=== keypad_scan_4x4 ===
Fig. 1: keypad_scan_4x4, metal 1
Drawn at 8 px/um. Supply wires on this layer in grey. Cells faint in the background.
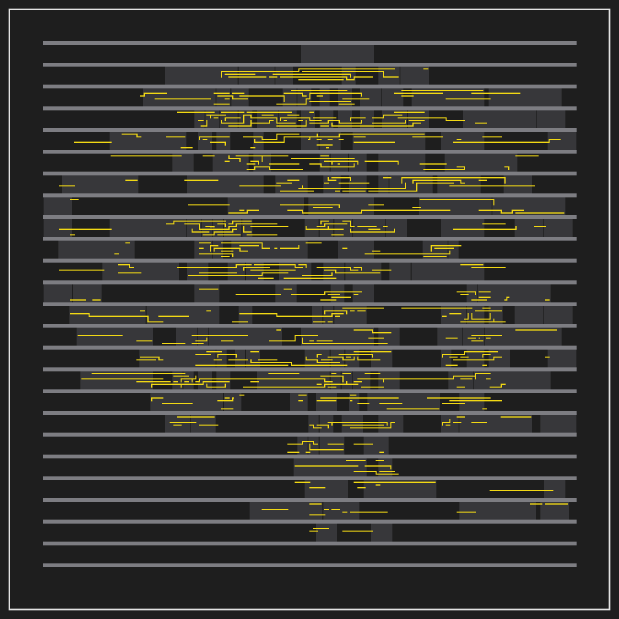

## src/rtl/keypad_scan_4x4.sv

```systemverilog
// 4x4 matrix keypad scanner: drives one column low at a time, debounces the first key seen
// and reports its code, tracking that single key until it is stably released.
module keypad_scan_4x4 #(
    parameter int unsigned SCAN_DIV = 1000,
    parameter int unsigned DEBOUNCE = 4
) (
    input  logic       clk,
    input  logic       reset_n,
    input  logic [3:0] row,
    output logic [3:0] col,
    output logic [3:0] key_value,
    output logic       key_valid,
    output logic       key_pressed
);

    localparam int unsigned DivW = (SCAN_DIV > 2) ? $clog2(SCAN_DIV) : 1;
    localparam int unsigned DbW  = (DEBOUNCE > 1) ? $clog2(DEBOUNCE) : 1;
    localparam logic [DivW-1:0] DivLast = DivW'(SCAN_DIV - 1);
    localparam logic [DbW-1:0]  DbLast  = DbW'(DEBOUNCE - 1);

    typedef enum logic [1:0] {
        StScan,
        StDebounce,
        StHold,
        StRelease
    } state_e;

    state_e            state_q, state_d;
    logic [3:0]        row_meta_q, row_s_q;
    logic [DivW-1:0]   div_q, div_d;
    logic [1:0]        col_idx_q, col_idx_d;
    logic [1:0]        row_idx_q, row_idx_d;
    logic [DbW-1:0]    db_cnt_q, db_cnt_d;
    logic [3:0]        col_q, col_d;
    logic [3:0]        key_value_q, key_value_d;
    logic              key_valid_q, key_valid_d;
    logic              key_pressed_q, key_pressed_d;
    logic              tick;
    logic              tracked_high;
    logic [1:0]        low_idx;

    assign tick         = (div_q == DivLast);
    assign div_d        = tick ? '0 : div_q + 1'b1;
    assign tracked_high = row_s_q[row_idx_q];

    // Lowest-numbered pressed row wins when several are low together.
    always_comb begin
        low_idx = 2'd3;
        if (!row_s_q[0]) begin
            low_idx = 2'd0;
        end else if (!row_s_q[1]) begin
            low_idx = 2'd1;
        end else if (!row_s_q[2]) begin
            low_idx = 2'd2;
        end
    end

    always_comb begin
        state_d       = state_q;
        col_idx_d     = col_idx_q;
        row_idx_d     = row_idx_q;
        db_cnt_d      = db_cnt_q;
        key_value_d   = key_value_q;
        key_valid_d   = 1'b0;
        key_pressed_d = key_pressed_q;
        if (tick) begin
            unique case (state_q)
                StScan: begin
                    if (row_s_q == 4'b1111) begin
                        col_idx_d = col_idx_q + 2'd1;
                    end else begin
                        row_idx_d = low_idx;
                        db_cnt_d  = '0;
                        state_d   = StDebounce;
                    end
                end
                StDebounce: begin
                    if (!tracked_high) begin
                        if (db_cnt_q == DbLast) begin
                            state_d       = StHold;
                            key_value_d   = {row_idx_q, col_idx_q};
                            key_valid_d   = 1'b1;
                            key_pressed_d = 1'b1;
                        end else begin
                            db_cnt_d = db_cnt_q + 1'b1;
                        end
                    end else begin
                        state_d   = StScan;
                        col_idx_d = col_idx_q + 2'd1;
                    end
                end
                StHold: begin
                    if (tracked_high) begin
                        db_cnt_d = '0;
                        state_d  = StRelease;
                    end
                end
                StRelease: begin
                    if (tracked_high) begin
                        if (db_cnt_q == DbLast) begin
                            state_d       = StScan;
                            key_pressed_d = 1'b0;
                            col_idx_d     = col_idx_q + 2'd1;
                        end else begin
                            db_cnt_d = db_cnt_q + 1'b1;
                        end
                    end else begin
                        state_d = StHold;
                    end
                end
                default: state_d = StScan;
            endcase
        end
    end

    // Column drive is registered from the next index so col never glitches.
    assign col_d = ~(4'b0001 << col_idx_d);

    always_ff @(posedge clk or negedge reset_n) begin
        if (!reset_n) begin
            state_q       <= StScan;
            row_meta_q    <= 4'b1111;
            row_s_q       <= 4'b1111;
            div_q         <= '0;
            col_idx_q     <= 2'd0;
            row_idx_q     <= 2'd0;
            db_cnt_q      <= '0;
            col_q         <= 4'b1110;
            key_value_q   <= 4'h0;
            key_valid_q   <= 1'b0;
            key_pressed_q <= 1'b0;
        end else begin
            state_q       <= state_d;
            row_meta_q    <= row;
            row_s_q       <= row_meta_q;
            div_q         <= div_d;
            col_idx_q     <= col_idx_d;
            row_idx_q     <= row_idx_d;
            db_cnt_q      <= db_cnt_d;
            col_q         <= col_d;
            key_value_q   <= key_value_d;
            key_valid_q   <= key_valid_d;
            key_pressed_q <= key_pressed_d;
        end
    end

    assign col         = col_q;
    assign key_value   = key_value_q;
    assign key_valid   = key_valid_q;
    assign key_pressed = key_pressed_q;

endmodule

```

## config.mk

```make
export PLATFORM = sky130hd
export DESIGN_NAME = keypad_scan_4x4
export DESIGN_NICKNAME = d
export VERILOG_FILES = /design/src/rtl/keypad_scan_4x4.sv
export SDC_FILE = /design/constraint.sdc
export NUM_CORES = 1
export LEC_CHECK = 0
export ABC_CLOCK_PERIOD_IN_PS = 2000
export CORE_MARGIN = 4
export CORE_UTILIZATION = 38
export CTS_BUF_LIST = sky130_fd_sc_hd__clkbuf_4
export DETAILED_ROUTE_END_ITERATION = 6
export GPL_ROUTABILITY_DRIVEN = 0
export HOLD_SLACK_MARGIN = 0.08
export PLACE_DENSITY = 0.64
export SYNTH_ARGS = -nofsm -noshare
export SYNTH_HDL_FRONTEND = slang
export SYNTH_SLANG_ARGS = --single-unit
```

## constraint.sdc

```tcl
create_clock -name clk -period 2 [get_ports clk]
set_clock_uncertainty 0.05 [all_clocks]
set_input_delay 0.5 -clock clk [delete_from_list [all_inputs] [get_ports clk]]
set_output_delay 0.5 -clock clk [all_outputs]
set_load 0.01 [all_outputs]
```

=== serial_adder ===
--- src/rtl/serial_adder_pkg.sv ---
// Shared types and constants for the bit-serial adder.
package serial_adder_pkg;

  localparam int DEFAULT_WIDTH = 4;

  typedef enum logic [1:0] {
    ST_IDLE  = 2'd0,
    ST_SHIFT = 2'd1,
    ST_DONE  = 2'd2
  } state_t;

endpackage

--- src/rtl/serial_adder_full_adder_cell.sv ---
// Single-bit full adder, reused once per cycle by the serial adder datapath.
module full_adder_cell (
  input  logic x,
  input  logic y,
  input  logic cin,
  output logic sum,
  output logic cout
);

  // Sum and majority carry of the three input bits.
  always_comb begin
    sum  = x ^ y ^ cin;
    cout = (x & y) | (x & cin) | (y & cin);
  end

endmodule

--- src/rtl/serial_adder.sv ---
// Bit-serial ripple adder: {C_out, s} = a + b + C_in over WIDTH clocks, LSB first.
// Optional macro SERIAL_ADDER_OVF_EN adds the registered signed-overflow output ovf.
//
// state    | meaning
// ---------+-----------------------------------------------------------
// ST_IDLE  | waiting for start; operands latched when start is seen
// ST_SHIFT | one sum bit per cycle through the shared full-adder cell
// ST_DONE  | done pulse; s/C_out already hold the new result
module serial_adder
  import serial_adder_pkg::*;
#(
  parameter int WIDTH = DEFAULT_WIDTH
) (
  input  logic             clk,
  input  logic             rst_n,
  input  logic             start,
  input  logic [WIDTH-1:0] a,
  input  logic [WIDTH-1:0] b,
  input  logic             C_in,
  output logic             busy,
  output logic             done,
  output logic [WIDTH-1:0] s,
  output logic             C_out
`ifdef SERIAL_ADDER_OVF_EN
  ,
  output logic             ovf
`endif
);

  localparam int CNT_W = $clog2(WIDTH);

  state_t state, state_nxt;

  logic [WIDTH-1:0] sa, sb;
  // Holds the WIDTH-1 sum bits produced so far; the live sum bit completes the result.
  logic [WIDTH-2:0] sr;
  logic [WIDTH-1:0] sr_full;
  logic             carry;
  logic [CNT_W-1:0] cnt;
  logic             last_bit;
  logic             load;
  logic             shift_en;
  logic             fa_sum;
  logic             fa_cout;

  full_adder_cell u_fa (
    .x    (sa[0]),
    .y    (sb[0]),
    .cin  (carry),
    .sum  (fa_sum),
    .cout (fa_cout)
  );

  assign last_bit = (cnt == CNT_W'(WIDTH - 1));
  assign sr_full  = {fa_sum, sr};

  // State register.
  always_ff @(posedge clk or negedge rst_n) begin
    if (!rst_n) state <= ST_IDLE;
    else        state <= state_nxt;
  end

  // Next-state decode and control strobes.
  always_comb begin
    state_nxt = state;
    load      = 1'b0;
    shift_en  = 1'b0;
    busy      = 1'b0;
    done      = 1'b0;
    case (state)
      ST_IDLE: begin
        if (start) begin
          load      = 1'b1;
          state_nxt = ST_SHIFT;
        end
      end
      ST_SHIFT: begin
        busy     = 1'b1;
        shift_en = 1'b1;
        if (last_bit) state_nxt = ST_DONE;
      end
      ST_DONE: begin
        busy      = 1'b1;
        done      = 1'b1;
        state_nxt = ST_IDLE;
      end
      default: state_nxt = ST_IDLE;
    endcase
  end

  // Operand shift registers, running carry and bit counter.
  always_ff @(posedge clk or negedge rst_n) begin
    if (!rst_n) begin
      sa    <= '0;
      sb    <= '0;
      sr    <= '0;
      carry <= 1'b0;
      cnt   <= '0;
    end else if (load) begin
      sa    <= a;
      sb    <= b;
      sr    <= '0;
      carry <= C_in;
      cnt   <= '0;
    end else if (shift_en) begin
      sa    <= {1'b0, sa[WIDTH-1:1]};
      sb    <= {1'b0, sb[WIDTH-1:1]};
      sr    <= sr_full[WIDTH-1:1];
      carry <= fa_cout;
      cnt   <= cnt + CNT_W'(1);
    end
  end

  // Result registers, updated only on the edge that enters ST_DONE.
  always_ff @(posedge clk or negedge rst_n) begin
    if (!rst_n) begin
      s     <= '0;
      C_out <= 1'b0;
    end else if (shift_en && last_bit) begin
      s     <= sr_full;
      C_out <= fa_cout;
    end
  end

`ifdef SERIAL_ADDER_OVF_EN
  // Signed overflow: carry into the MSB differs from carry out of it.
  always_ff @(posedge clk or negedge rst_n) begin
    if (!rst_n)                    ovf <= 1'b0;
    else if (shift_en && last_bit) ovf <= carry ^ fa_cout;
  end
`endif

endmodule

--- config.mk ---
export PLATFORM = sky130hd
export DESIGN_NAME = serial_adder
export DESIGN_NICKNAME = d
export VERILOG_FILES = /design/src/rtl/serial_adder_pkg.sv /design/src/rtl/serial_adder_full_adder_cell.sv /design/src/rtl/serial_adder.sv
export SDC_FILE = /design/constraint.sdc
export NUM_CORES = 1
export LEC_CHECK = 0
export ABC_CLOCK_PERIOD_IN_PS = 1400
export CELL_PAD_IN_SITES_DETAIL_PLACEMENT = 1
export CELL_PAD_IN_SITES_GLOBAL_PLACEMENT = 2
export CORE_AREA = 2 2 71 56
export DETAILED_ROUTE_END_ITERATION = 6
export DIE_AREA = 0 0 73 58
export PLACE_DENSITY = 0.8
export SLEW_MARGIN = 40
export SYNTH_ARGS = -nofsm -noshare
export SYNTH_HDL_FRONTEND = slang
export SYNTH_HIERARCHICAL = 1
export SYNTH_SLANG_ARGS = --single-unit
--- constraint.sdc ---
create_clock -name clk -period 1.4 [get_ports clk]
set_input_delay 0.28 -clock clk [delete_from_list [all_inputs] [get_ports clk]]
set_output_delay 0.28 -clock clk [all_outputs]
set_load 0.05 [all_outputs]
=== reg_bank_param ===
==> config.mk <==
export PLATFORM = sky130hd
export DESIGN_NAME = reg_bank_param
export DESIGN_NICKNAME = d
export VERILOG_FILES = /design/src/rtl/reg_bank_param.sv
export SDC_FILE = /design/constraint.sdc
export NUM_CORES = 2
export LEC_CHECK = 0
export CAP_MARGIN = 20
export CORE_MARGIN = 2
export CORE_UTILIZATION = 25
export DETAILED_ROUTE_END_ITERATION = 16
export GPL_ROUTABILITY_DRIVEN = 1
export GPL_TIMING_DRIVEN = 0
export HOLD_SLACK_MARGIN = 0.03
export PLACE_DENSITY_LB_ADDON = 0.1
export SYNTH_ARGS = -nofsm -noshare
export SYNTH_HDL_FRONTEND = slang
export SYNTH_SLANG_ARGS = --single-unit
==> constraint.sdc <==
create_clock -name CLK -period 73.6 [get_ports CLK]
set_input_delay 7.36 -clock CLK [delete_from_list [all_inputs] [get_ports CLK]]
set_output_delay 7.36 -clock CLK [all_outputs]
set_load 0.05 [all_outputs]
==> src/rtl/reg_bank_param.sv <==
// reg_bank_param: DATA_W x DEPTH register bank, two combinational read ports,
// one synchronous write port, hardwired zero register (ZERO_REG), out-of-range
// masking and a sequenced bulk clear reported on BUSY.
// Optional macro BANKREG_BYPASS_EN: same-cycle write-to-read forwarding.
module reg_bank_param #(
  parameter int DATA_W   = 32,
  parameter int DEPTH    = 32,
  parameter int ADDR_W   = $clog2(DEPTH),
  parameter int ZERO_REG = 1
) (
  input  logic              CLK,
  input  logic              RST,
  input  logic [ADDR_W-1:0] AR1,
  input  logic [ADDR_W-1:0] AR2,
  input  logic [ADDR_W-1:0] AW,
  input  logic              REG_WRITE,
  input  logic [DATA_W-1:0] DATAIN,
  input  logic              CLEAR,
  output logic [DATA_W-1:0] DR1,
  output logic [DATA_W-1:0] DR2,
  output logic              BUSY
);

  typedef enum logic {IDLE = 1'b0, SWEEP = 1'b1} state_t;

  state_t            r_state;
  state_t            w_next_state;
  logic [ADDR_W-1:0] r_cnt;
  logic [DATA_W-1:0] r_mem [DEPTH];

  logic              w_idle;
  logic              w_cnt_last;
  logic              w_wr_ok;
  logic [DATA_W-1:0] w_dr1;
  logic [DATA_W-1:0] w_dr2;

  // An address names real storage only if it is inside the array and is not
  // the hardwired zero register; reads and writes share this rule.
  function automatic logic f_addr_ok(input logic [ADDR_W-1:0] a);
    return (int'(a) < DEPTH) && !((ZERO_REG != 0) && (a == '0));
  endfunction

  assign w_cnt_last = (int'(r_cnt) == DEPTH - 1);
  assign w_wr_ok    = w_idle && REG_WRITE && f_addr_ok(AW);

  // State register.
  always_ff @(posedge CLK or posedge RST) begin
    if (RST) r_state <= IDLE;
    else     r_state <= w_next_state;
  end

  // Next state: a clear request starts a sweep, the last entry ends it.
  always_comb begin
    w_next_state = r_state;
    case (r_state)
      IDLE:    if (CLEAR)      w_next_state = SWEEP;
      SWEEP:   if (w_cnt_last) w_next_state = IDLE;
      default: w_next_state = IDLE;
    endcase
  end

  // State-decoded outputs.
  always_comb begin
    w_idle = (r_state == IDLE);
    BUSY   = (r_state == SWEEP);
  end

  // Sweep pointer: advances once per sweep edge and rests at 0 otherwise.
  always_ff @(posedge CLK or posedge RST) begin
    if (RST)                                r_cnt <= '0;
    else if (r_state == SWEEP && !w_cnt_last) r_cnt <= r_cnt + ADDR_W'(1);
    else                                    r_cnt <= '0;
  end

  // Storage: the sweep owns the array while active, so writes then are lost.
  always_ff @(posedge CLK or posedge RST) begin
    if (RST) begin
      for (int i = 0; i < DEPTH; i++) r_mem[i] <= '0;
    end else if (r_state == SWEEP) begin
      r_mem[r_cnt] <= '0;
    end else if (w_wr_ok) begin
      r_mem[AW] <= DATAIN;
    end
  end

  // Read muxes; with forwarding, a write actually being performed this cycle
  // overrides the stored value on a matching port.
  always_comb begin
    w_dr1 = f_addr_ok(AR1) ? r_mem[AR1] : '0;
    w_dr2 = f_addr_ok(AR2) ? r_mem[AR2] : '0;
`ifdef BANKREG_BYPASS_EN
    if (w_wr_ok && (AW == AR1)) w_dr1 = DATAIN;
    if (w_wr_ok && (AW == AR2)) w_dr2 = DATAIN;
`endif
  end

  assign DR1 = w_dr1;
  assign DR2 = w_dr2;

endmodule

==> gallery <==
Wires at chosen ports, followed through buffers.
picture 1
Drawn at 4 px/um.
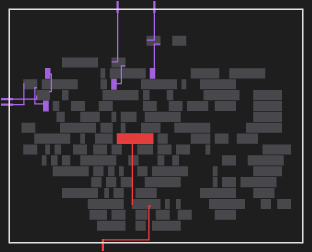
picture 2
Drawn at 4 px/um.
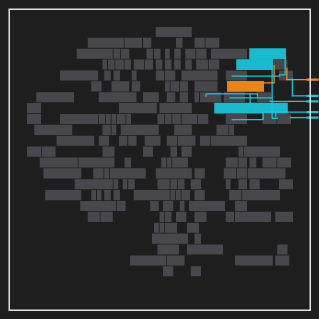
picture 3
Drawn at 1 px/um.
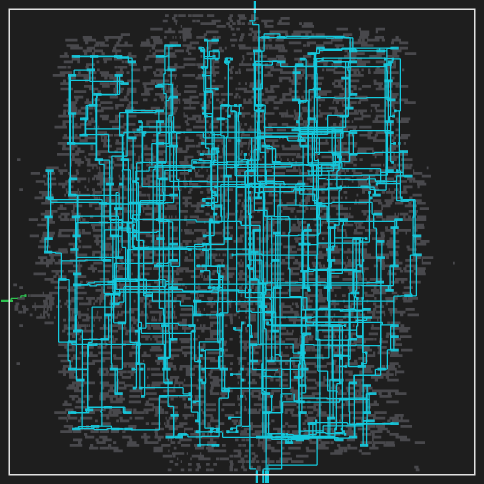
Picture 1 comes from serial_adder.
Picture 3 comes from reg_bank_param.
Picture 2 comes from keypad_scan_4x4.

Fig. 2: serial_adder, metal 1
Drawn at 8 px/um. Supply wires on this layer in grey. Cells faint in the background.
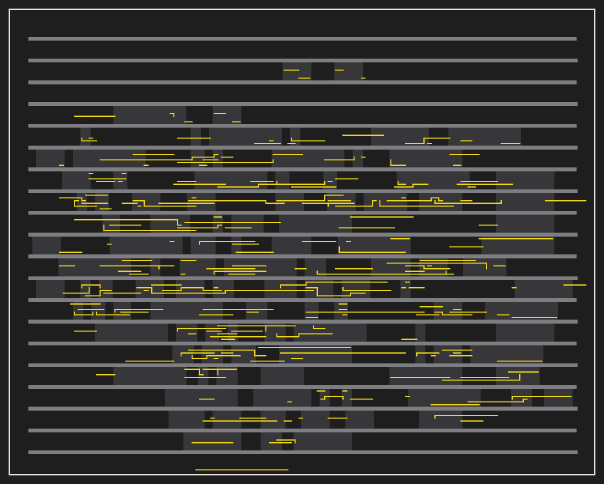
main direction = horizontal
nets with wire on the layer = 108
wire length on this layer = 890 um
share of all routed wire = 45%

==> run summary, serial_adder <==
Synthesis and PnR results.

- Per the cell usage report, the commonest logic cell in the layout is sky130_fd_sc_hd__dfrtp_1.
- The number of hold buffers added after cts is 0.
- For the worst flop-to-flop path, the logic depth is 5.
- The final setup slack of the worst path is -0.0169 ns.
- The number of ports placed on the die boundary is 19.
- The report shows a maximum critical-path fanout of 4.
- Counting the fill cells in the layout gives between 300 and 400.
- The run finished, with violations left.
- The footprint of the flip-flops and latches is around 530 um2.
- The via count of the first global-routing pass reads 793.
- The final number of hold-violating endpoints reads 0.
- The end of the worst register-to-register path reads state[0]$_DFFE_PN0P_.
- The synthesized chip area reported by yosys is roughly 0.0010 mm2.
- The total setup violations reported at the end of the flow reads 2.
- The final reports fail on setup timing.
-- serial_adder: logic make-up (layout without fill, tap and decap cells) --
| family | Yosys count | count (layout) | share of synthesized area |
|---|---|---|---|
| compound gates | 12 | 12 | 0.0642 |
| xor+xnor | 1 | 1 | 0.00848 |
| fa+ha+maj | 6 | 6 | 0.0799 |
| buf+inv | 7 | 35 | 0.0557 |
| flops | 21 | 21 | 0.508 |
| mux | 17 | 17 | 0.194 |
| simple gates | 19 | 19 | 0.0896 |
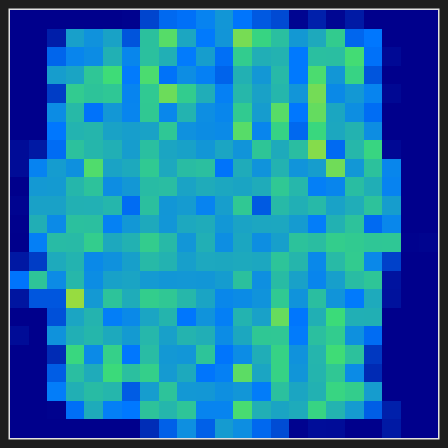
Fig. 3. Cell area per tile (reg_bank_param).
23 x 23 tiles, from dark blue (low) to red (high), 0 to 100% covered.
mean over tiles = 28%
fullest tile = 62%
nearly empty tiles = 20%
initial standard-cell utilization of the core: 0.252
Core Util, Final: 0.299
CORE AREA: 0.210 mm2

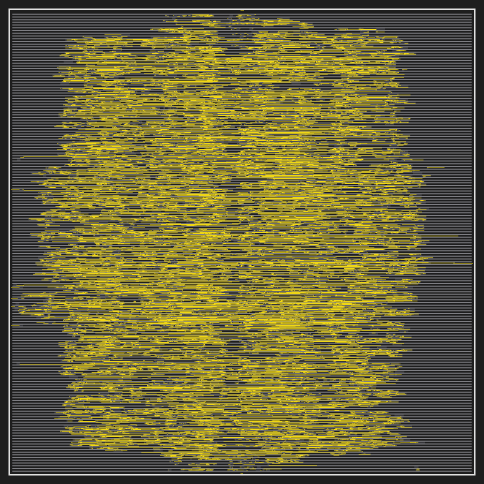
Fig. 4. Metal 1 (reg_bank_param).
Drawn at 1 px/um. Supply wires on this layer in grey. Cells faint in the background.
main direction = horizontal
longest straight run = 153 um
share of all routed wire = 43%
nets with wire on the layer = 4005
wire length on this layer = 120 mm

==> run summary, reg_bank_param <==
Synthesis and PnR results.

- The remaining number of nets flagged by the antenna check after routing reads 0.
- Ranked by flip-flop count, first place goes to r_mem.
- The part of the cycle the worst path needs is 0.276.
- For reference, the placement row count at floorplan is 168.
- In the final layout, flip-flops and latches occupy ~0.026 mm2.
- The main flop type is sky130_fd_sc_hd__dfrtp_1.
- Counting endpoints that fail hold in the final report gives 0.
- The power per standard cell area is around 25 mW/mm2.
- The flow ran to the end, and the final reports show no timing, DRC or antenna violations.
- The area used by multi-input combinational logic is ~0.025 mm2.
- The fill cell total of the finished layout is around 21000.
- The worst setup path is captured at an output pin.
- Sorting the Yosys area breakdown by cell type puts at the top sky130_fd_sc_hd__dfrtp_1.
- The analysis attributes to net switching a power of 474 uW.
- The share of total power dissipated in the clock network is 0.443.
- The via count of the first global-routing pass is 41300.
- The TritonCTS clock tree reads done.
- In the synthesized netlist the async set-or-reset flop fraction comes to 1.00.
- The critical path goes through clkdlybuf4s50_1 > clkbuf_1 > and2_1 > buf_1 > clkbuf_1 > a22oi_1 > a311oi_1 > clkdlybuf4s50_1.
- The maximum number of pins on one net before global-route repair is 113.
- In the final layout, excluding clock inverters the inverter count is 8.
- The number of hold buffers added after cts is 0.
- The worst-path maximum fanout reads 10.
==> reg_bank_param: layer usage <==
metal  GRT usage  vias up  routed length, um
li1            -    16100                  -
met2       0.397     1848             128000
met1       0.346    22400             120000
met5           0        -                 10
met3      0.0476      434              17900
met4       0.107        2              12500
==> reg_bank_param: power groups by stage <==
stage | Clock [uW] | Combinational, uW | Sequential [uW]
2_1_floorplan | 0 | 134 | 614
3_3_place_gp | 0 | 242 | 622
3_5_place_dp | 0 | 247 | 620
4_1_cts | 695 | 248 | 610
5_1_grt | 719 | 257 | 614
6_report | 685 | 249 | 611
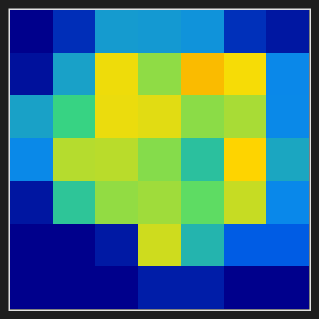
Fig. 5. Cell area per tile (keypad_scan_4x4).
Drawn at 4 px/um. 7 x 7 tiles, from dark blue (low) to red (high), 0 to 100% covered.
emptiest ninth of the die = bottom left
tiles over 75% full = 4.1%
densest ninth of the die = middle
mean over tiles = 35%

Notes on Fig. 1 above:
share of all routed wire = 43%
main direction = horizontal
wire length on this layer = 1350 um

==> run summary, keypad_scan_4x4 <==
Synthesis and PnR results.

- The final number of hold-violating endpoints reads 0.
- The combinational group share of total power reads 0.033.
- The worst min-delay path category is reg2reg.
- The flow ran to the end, and the final reports show no timing, DRC or antenna violations.
- The first global-routing pass estimated ~5.2 mm of wire.
- The clock insertion delay at the later pin of the skew report reads 0.34 ns.
- The most used logic cell in the final layout is sky130_fd_sc_hd__dfrtp_1.
- The horizontal die dimension is ~75 um.
- The overall die area reads 0.00560 mm2.
- The TritonCTS clock tree is done.
- The static leakage is 0.000851 uW.
- The via count normalized by instance count reads 5.22.
- In the log, the iteration count for the first detailed-route pass is 4.
- The global-route layer with the greatest usage is met2.
- Together, buffers and inverters on the worst path number 1.
- The tightest hold margin reads ~0.31 ns.
- The number of placed cells counting well taps reads between 200 and 250.
keypad_scan_4x4: final timing paths:
kind,start,end,slack [ns],cells past startpoint
max,col[1]$_DFF_PN1_,col[1],0.05,1
min,row_meta_q[0]$_DFF_PN1_,row_s_q[0]$_DFF_PN1_,0.31,0
max reg2reg,div_q[0]$_DFF_PN0_,key_value[2]$_DFFE_PN0P_,0.06,6
min reg2reg,row_meta_q[0]$_DFF_PN1_,row_s_q[0]$_DFF_PN1_,0.31,0
max in group asynchronous,reset_n,row_s_q[1]$_DFF_PN1_,1.00,2
min in group asynchronous,reset_n,col_idx_q[0]$_DFF_PN0_,0.52,2

=== segment_display_arbiter ===
Fig. 6: segment_display_arbiter, wires at chosen ports, followed through buffers
Drawn at 3 px/um.
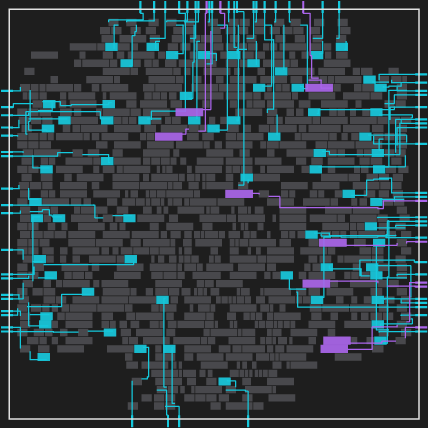
Fig. 7: segment_display_arbiter, placed standard cells
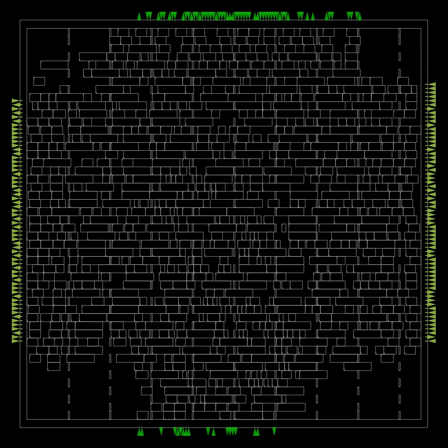
Fig. 8: segment_display_arbiter, cells by drive strength
Drawn at 3 px/um.
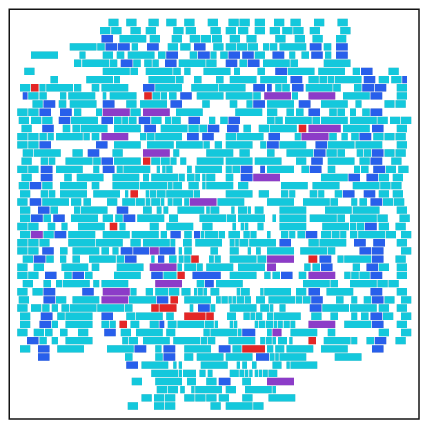
$ cat src/rtl/segment_display_arbiter.sv
// segment_display_arbiter: shares the 8-digit seven-segment display between a
// low-priority source A and a high-priority alarm source B. A grant is held for
// at least HOLD_TICKS cycles, B's pattern can blink, and a free-running
// scan_tick enable slows the downstream digit scanning.
module segment_display_arbiter #(
  parameter int HOLD_TICKS = 500,
  parameter int BLINK_DIV  = 250000,
  parameter int SCAN_DIV   = 5000
) (
  input  logic        clk,
  input  logic        reset,
  input  logic        req_a,
  input  logic [63:0] data_a,
  input  logic        req_b,
  input  logic [63:0] data_b,
  input  logic        blink_b,
  output logic        gnt_a,
  output logic        gnt_b,
  output logic [7:0]  seg0,
  output logic [7:0]  seg1,
  output logic [7:0]  seg2,
  output logic [7:0]  seg3,
  output logic [7:0]  seg4,
  output logic [7:0]  seg5,
  output logic [7:0]  seg6,
  output logic [7:0]  seg7,
  output logic        scan_tick
);

  localparam int HW = $clog2(HOLD_TICKS + 1);
  localparam int BW = $clog2(BLINK_DIV + 1);
  localparam int SW = $clog2(SCAN_DIV + 1);
  localparam logic [HW-1:0] HOLD_MAX  = HW'(HOLD_TICKS - 1);
  localparam logic [BW-1:0] BLINK_MAX = BW'(BLINK_DIV - 1);
  localparam logic [SW-1:0] SCAN_MAX  = SW'(SCAN_DIV - 1);

  typedef enum logic [1:0] {IDLE, OWN_A, OWN_B} state_t;

  state_t        state_q, state_d;
  logic [HW-1:0] hold_cnt_q, hold_cnt_d;
  logic [BW-1:0] blink_cnt_q, blink_cnt_d;
  logic          phase_on_q, phase_on_d;
  logic [63:0]   pat_q, pat_d;
  logic [63:0]   seg_q, seg_d;
  logic          gnt_a_q, gnt_a_d;
  logic          gnt_b_q, gnt_b_d;
  logic [SW-1:0] scan_cnt_q, scan_cnt_d;
  logic          scan_tick_q, scan_tick_d;
  logic          hold_done;

  // Next owner: B preempts A at once, A never preempts B, release waits for hold.
  always_comb begin
    state_d   = state_q;
    hold_done = (hold_cnt_q == HOLD_MAX);
    unique case (state_q)
      IDLE: begin
        if (req_b)      state_d = OWN_B;
        else if (req_a) state_d = OWN_A;
      end
      OWN_A: begin
        if (req_b)                    state_d = OWN_B;
        else if (!req_a && hold_done) state_d = IDLE;
      end
      OWN_B: begin
        if (!req_b && hold_done) state_d = req_a ? OWN_A : IDLE;
      end
      default: state_d = IDLE;
    endcase
  end

  // Hold/blink/scan counters and the registered display outputs.
  always_comb begin
    hold_cnt_d  = '0;
    blink_cnt_d = '0;
    phase_on_d  = 1'b1;
    pat_d       = pat_q;
    scan_cnt_d  = scan_cnt_q + SW'(1);
    scan_tick_d = 1'b0;

    // Hold count restarts on every change of owner and saturates at the release point.
    if (state_d != IDLE && state_d == state_q)
      hold_cnt_d = hold_done ? hold_cnt_q : hold_cnt_q + HW'(1);

    // Blink only advances while B keeps the display and asks for blinking.
    if (state_d == OWN_B && state_q == OWN_B && blink_b) begin
      if (blink_cnt_q == BLINK_MAX) begin
        blink_cnt_d = '0;
        phase_on_d  = ~phase_on_q;
      end else begin
        blink_cnt_d = blink_cnt_q + BW'(1);
        phase_on_d  = phase_on_q;
      end
    end

    // Pattern follows the owner's data while it requests; frozen during the hold tail.
    unique case (state_d)
      IDLE:    pat_d = '0;
      OWN_A:   if (req_a) pat_d = data_a;
      OWN_B:   if (req_b) pat_d = data_b;
      default: pat_d = '0;
    endcase

    seg_d   = phase_on_d ? pat_d : 64'h0;
    gnt_a_d = (state_d == OWN_A);
    gnt_b_d = (state_d == OWN_B);

    if (scan_cnt_q == SCAN_MAX) begin
      scan_cnt_d  = '0;
      scan_tick_d = 1'b1;
    end
  end

  // State and output registers, all cleared asynchronously.
  always_ff @(posedge clk or posedge reset) begin
    if (reset) begin
      state_q     <= IDLE;
      hold_cnt_q  <= '0;
      blink_cnt_q <= '0;
      phase_on_q  <= 1'b1;
      pat_q       <= '0;
      seg_q       <= '0;
      gnt_a_q     <= 1'b0;
      gnt_b_q     <= 1'b0;
      scan_cnt_q  <= '0;
      scan_tick_q <= 1'b0;
    end else begin
      state_q     <= state_d;
      hold_cnt_q  <= hold_cnt_d;
      blink_cnt_q <= blink_cnt_d;
      phase_on_q  <= phase_on_d;
      pat_q       <= pat_d;
      seg_q       <= seg_d;
      gnt_a_q     <= gnt_a_d;
      gnt_b_q     <= gnt_b_d;
      scan_cnt_q  <= scan_cnt_d;
      scan_tick_q <= scan_tick_d;
    end
  end

  assign gnt_a     = gnt_a_q;
  assign gnt_b     = gnt_b_q;
  assign scan_tick = scan_tick_q;
  assign seg0      = seg_q[7:0];
  assign seg1      = seg_q[15:8];
  assign seg2      = seg_q[23:16];
  assign seg3      = seg_q[31:24];
  assign seg4      = seg_q[39:32];
  assign seg5      = seg_q[47:40];
  assign seg6      = seg_q[55:48];
  assign seg7      = seg_q[63:56];

endmodule

$ cat config.mk
export PLATFORM = sky130hd
export DESIGN_NAME = segment_display_arbiter
export DESIGN_NICKNAME = d
export VERILOG_FILES = /design/src/rtl/segment_display_arbiter.sv
export SDC_FILE = /design/constraint.sdc
export NUM_CORES = 1
export LEC_CHECK = 0
export CAP_MARGIN = 20
export CORE_MARGIN = 2
export CORE_UTILIZATION = 49
export DETAILED_ROUTE_END_ITERATION = 10
export HOLD_SLACK_MARGIN = 0.05
export PLACE_DENSITY = 0.79
export SLEW_MARGIN = 25
export SYNTH_ARGS = -nofsm -noshare
export SYNTH_HDL_FRONTEND = slang
export SYNTH_SLANG_ARGS = --single-unit
export TNS_END_PERCENT = 5
$ cat constraint.sdc
create_clock -name clk -period 13.8 [get_ports clk]
set_input_delay 2.07 -clock clk [delete_from_list [all_inputs] [get_ports clk]]
set_output_delay 2.07 -clock clk [all_outputs]
set_load 0.03 [all_outputs]
==> run summary <==
Synthesis and PnR results.

- The synthesis-stage register bit count is 174.
- In the layout the tool counted multi-input logic cells amounting to between 400 and 500.
- In the layout the commonest cells are sky130_fd_sc_hd__clkdlybuf4s50_1 (197), sky130_fd_sc_hd__dfrtp_1 (173), sky130_fd_sc_hd__mux2_2 (128).
- The overall die area reads 0.0185 mm2.
- The antenna cell count reads 0.
- Across the run, the number of max-cap violations was 0.
- STA lists the startpoint of the worst register-to-register path as hold_cnt_q[0]$_DFFE_PP0P_.
- The via count reads a little over 6000.
- The cell class with the largest area share is sequential cells.
- The synthesized chip area reported by yosys reads 0.00855 mm2.
- The internal power contribution reads ~950 uW.
- According to the finish report, the design has a final net count of about 1000.
- Per the synthesis report, the AND-OR/OR-AND share of the synthesized area is 0.0736.
- Summing all multiplexer cells gives an area fraction of 0.171.
- The run finished with clean final reports.
- The static leakage is ~0.0046 uW.
- The final weighted congestion recorded by global placement is slightly below 0.8.
- The net switching power of the design reads 354 uW.
Notes on Fig. 6 above:
cyan -> data_a  # bits 64, direction input, end cells 64, wire 1900 um
purple -> seg2  # bits 8, direction output, end cells 8, wire 294 um
IO Port Bufs: 199
boundary pin count: 200

Notes on Fig. 7 above:
num tapcells: 225
CORE AREA: 0.0172 mm2
Filler Cell Count: 1362
sequential fraction of total cell area: 0.388
final non-filler cell total: 1132

Notes on Fig. 8 above:
red -> drive 3 to 4  # cells 17
purple -> drive 6 and up  # cells 22
cyan -> drive 1 or less  # cells 725
blue -> drive 2  # cells 143
final design instance area without fill: 0.0112 mm2
Area Overhead vs Synth: 31.2%
final critical-path setup slack: 8.97 ns

==> layer usage <==
layer	routed length, um	vias to the layer above	track usage
met5	0	-	0
met4	311	0	0.0718
met3	1440	27	0.0518
met2	9830	208	0.367
met1	9530	3073	0.320
li1	-	2925	-
==> flip-flops by register name, summed over array words and instances (netlist names) <==
register	count
blink_cnt_q	18
gnt_a	1
gnt_b	1
hold_cnt_q	9
pat_q	64
phase_on_q	1
scan_cnt_q	13
scan_tick	1
seg_q	64
state_q	2

No activity file was given, so power comes from the tool's default toggle rates.
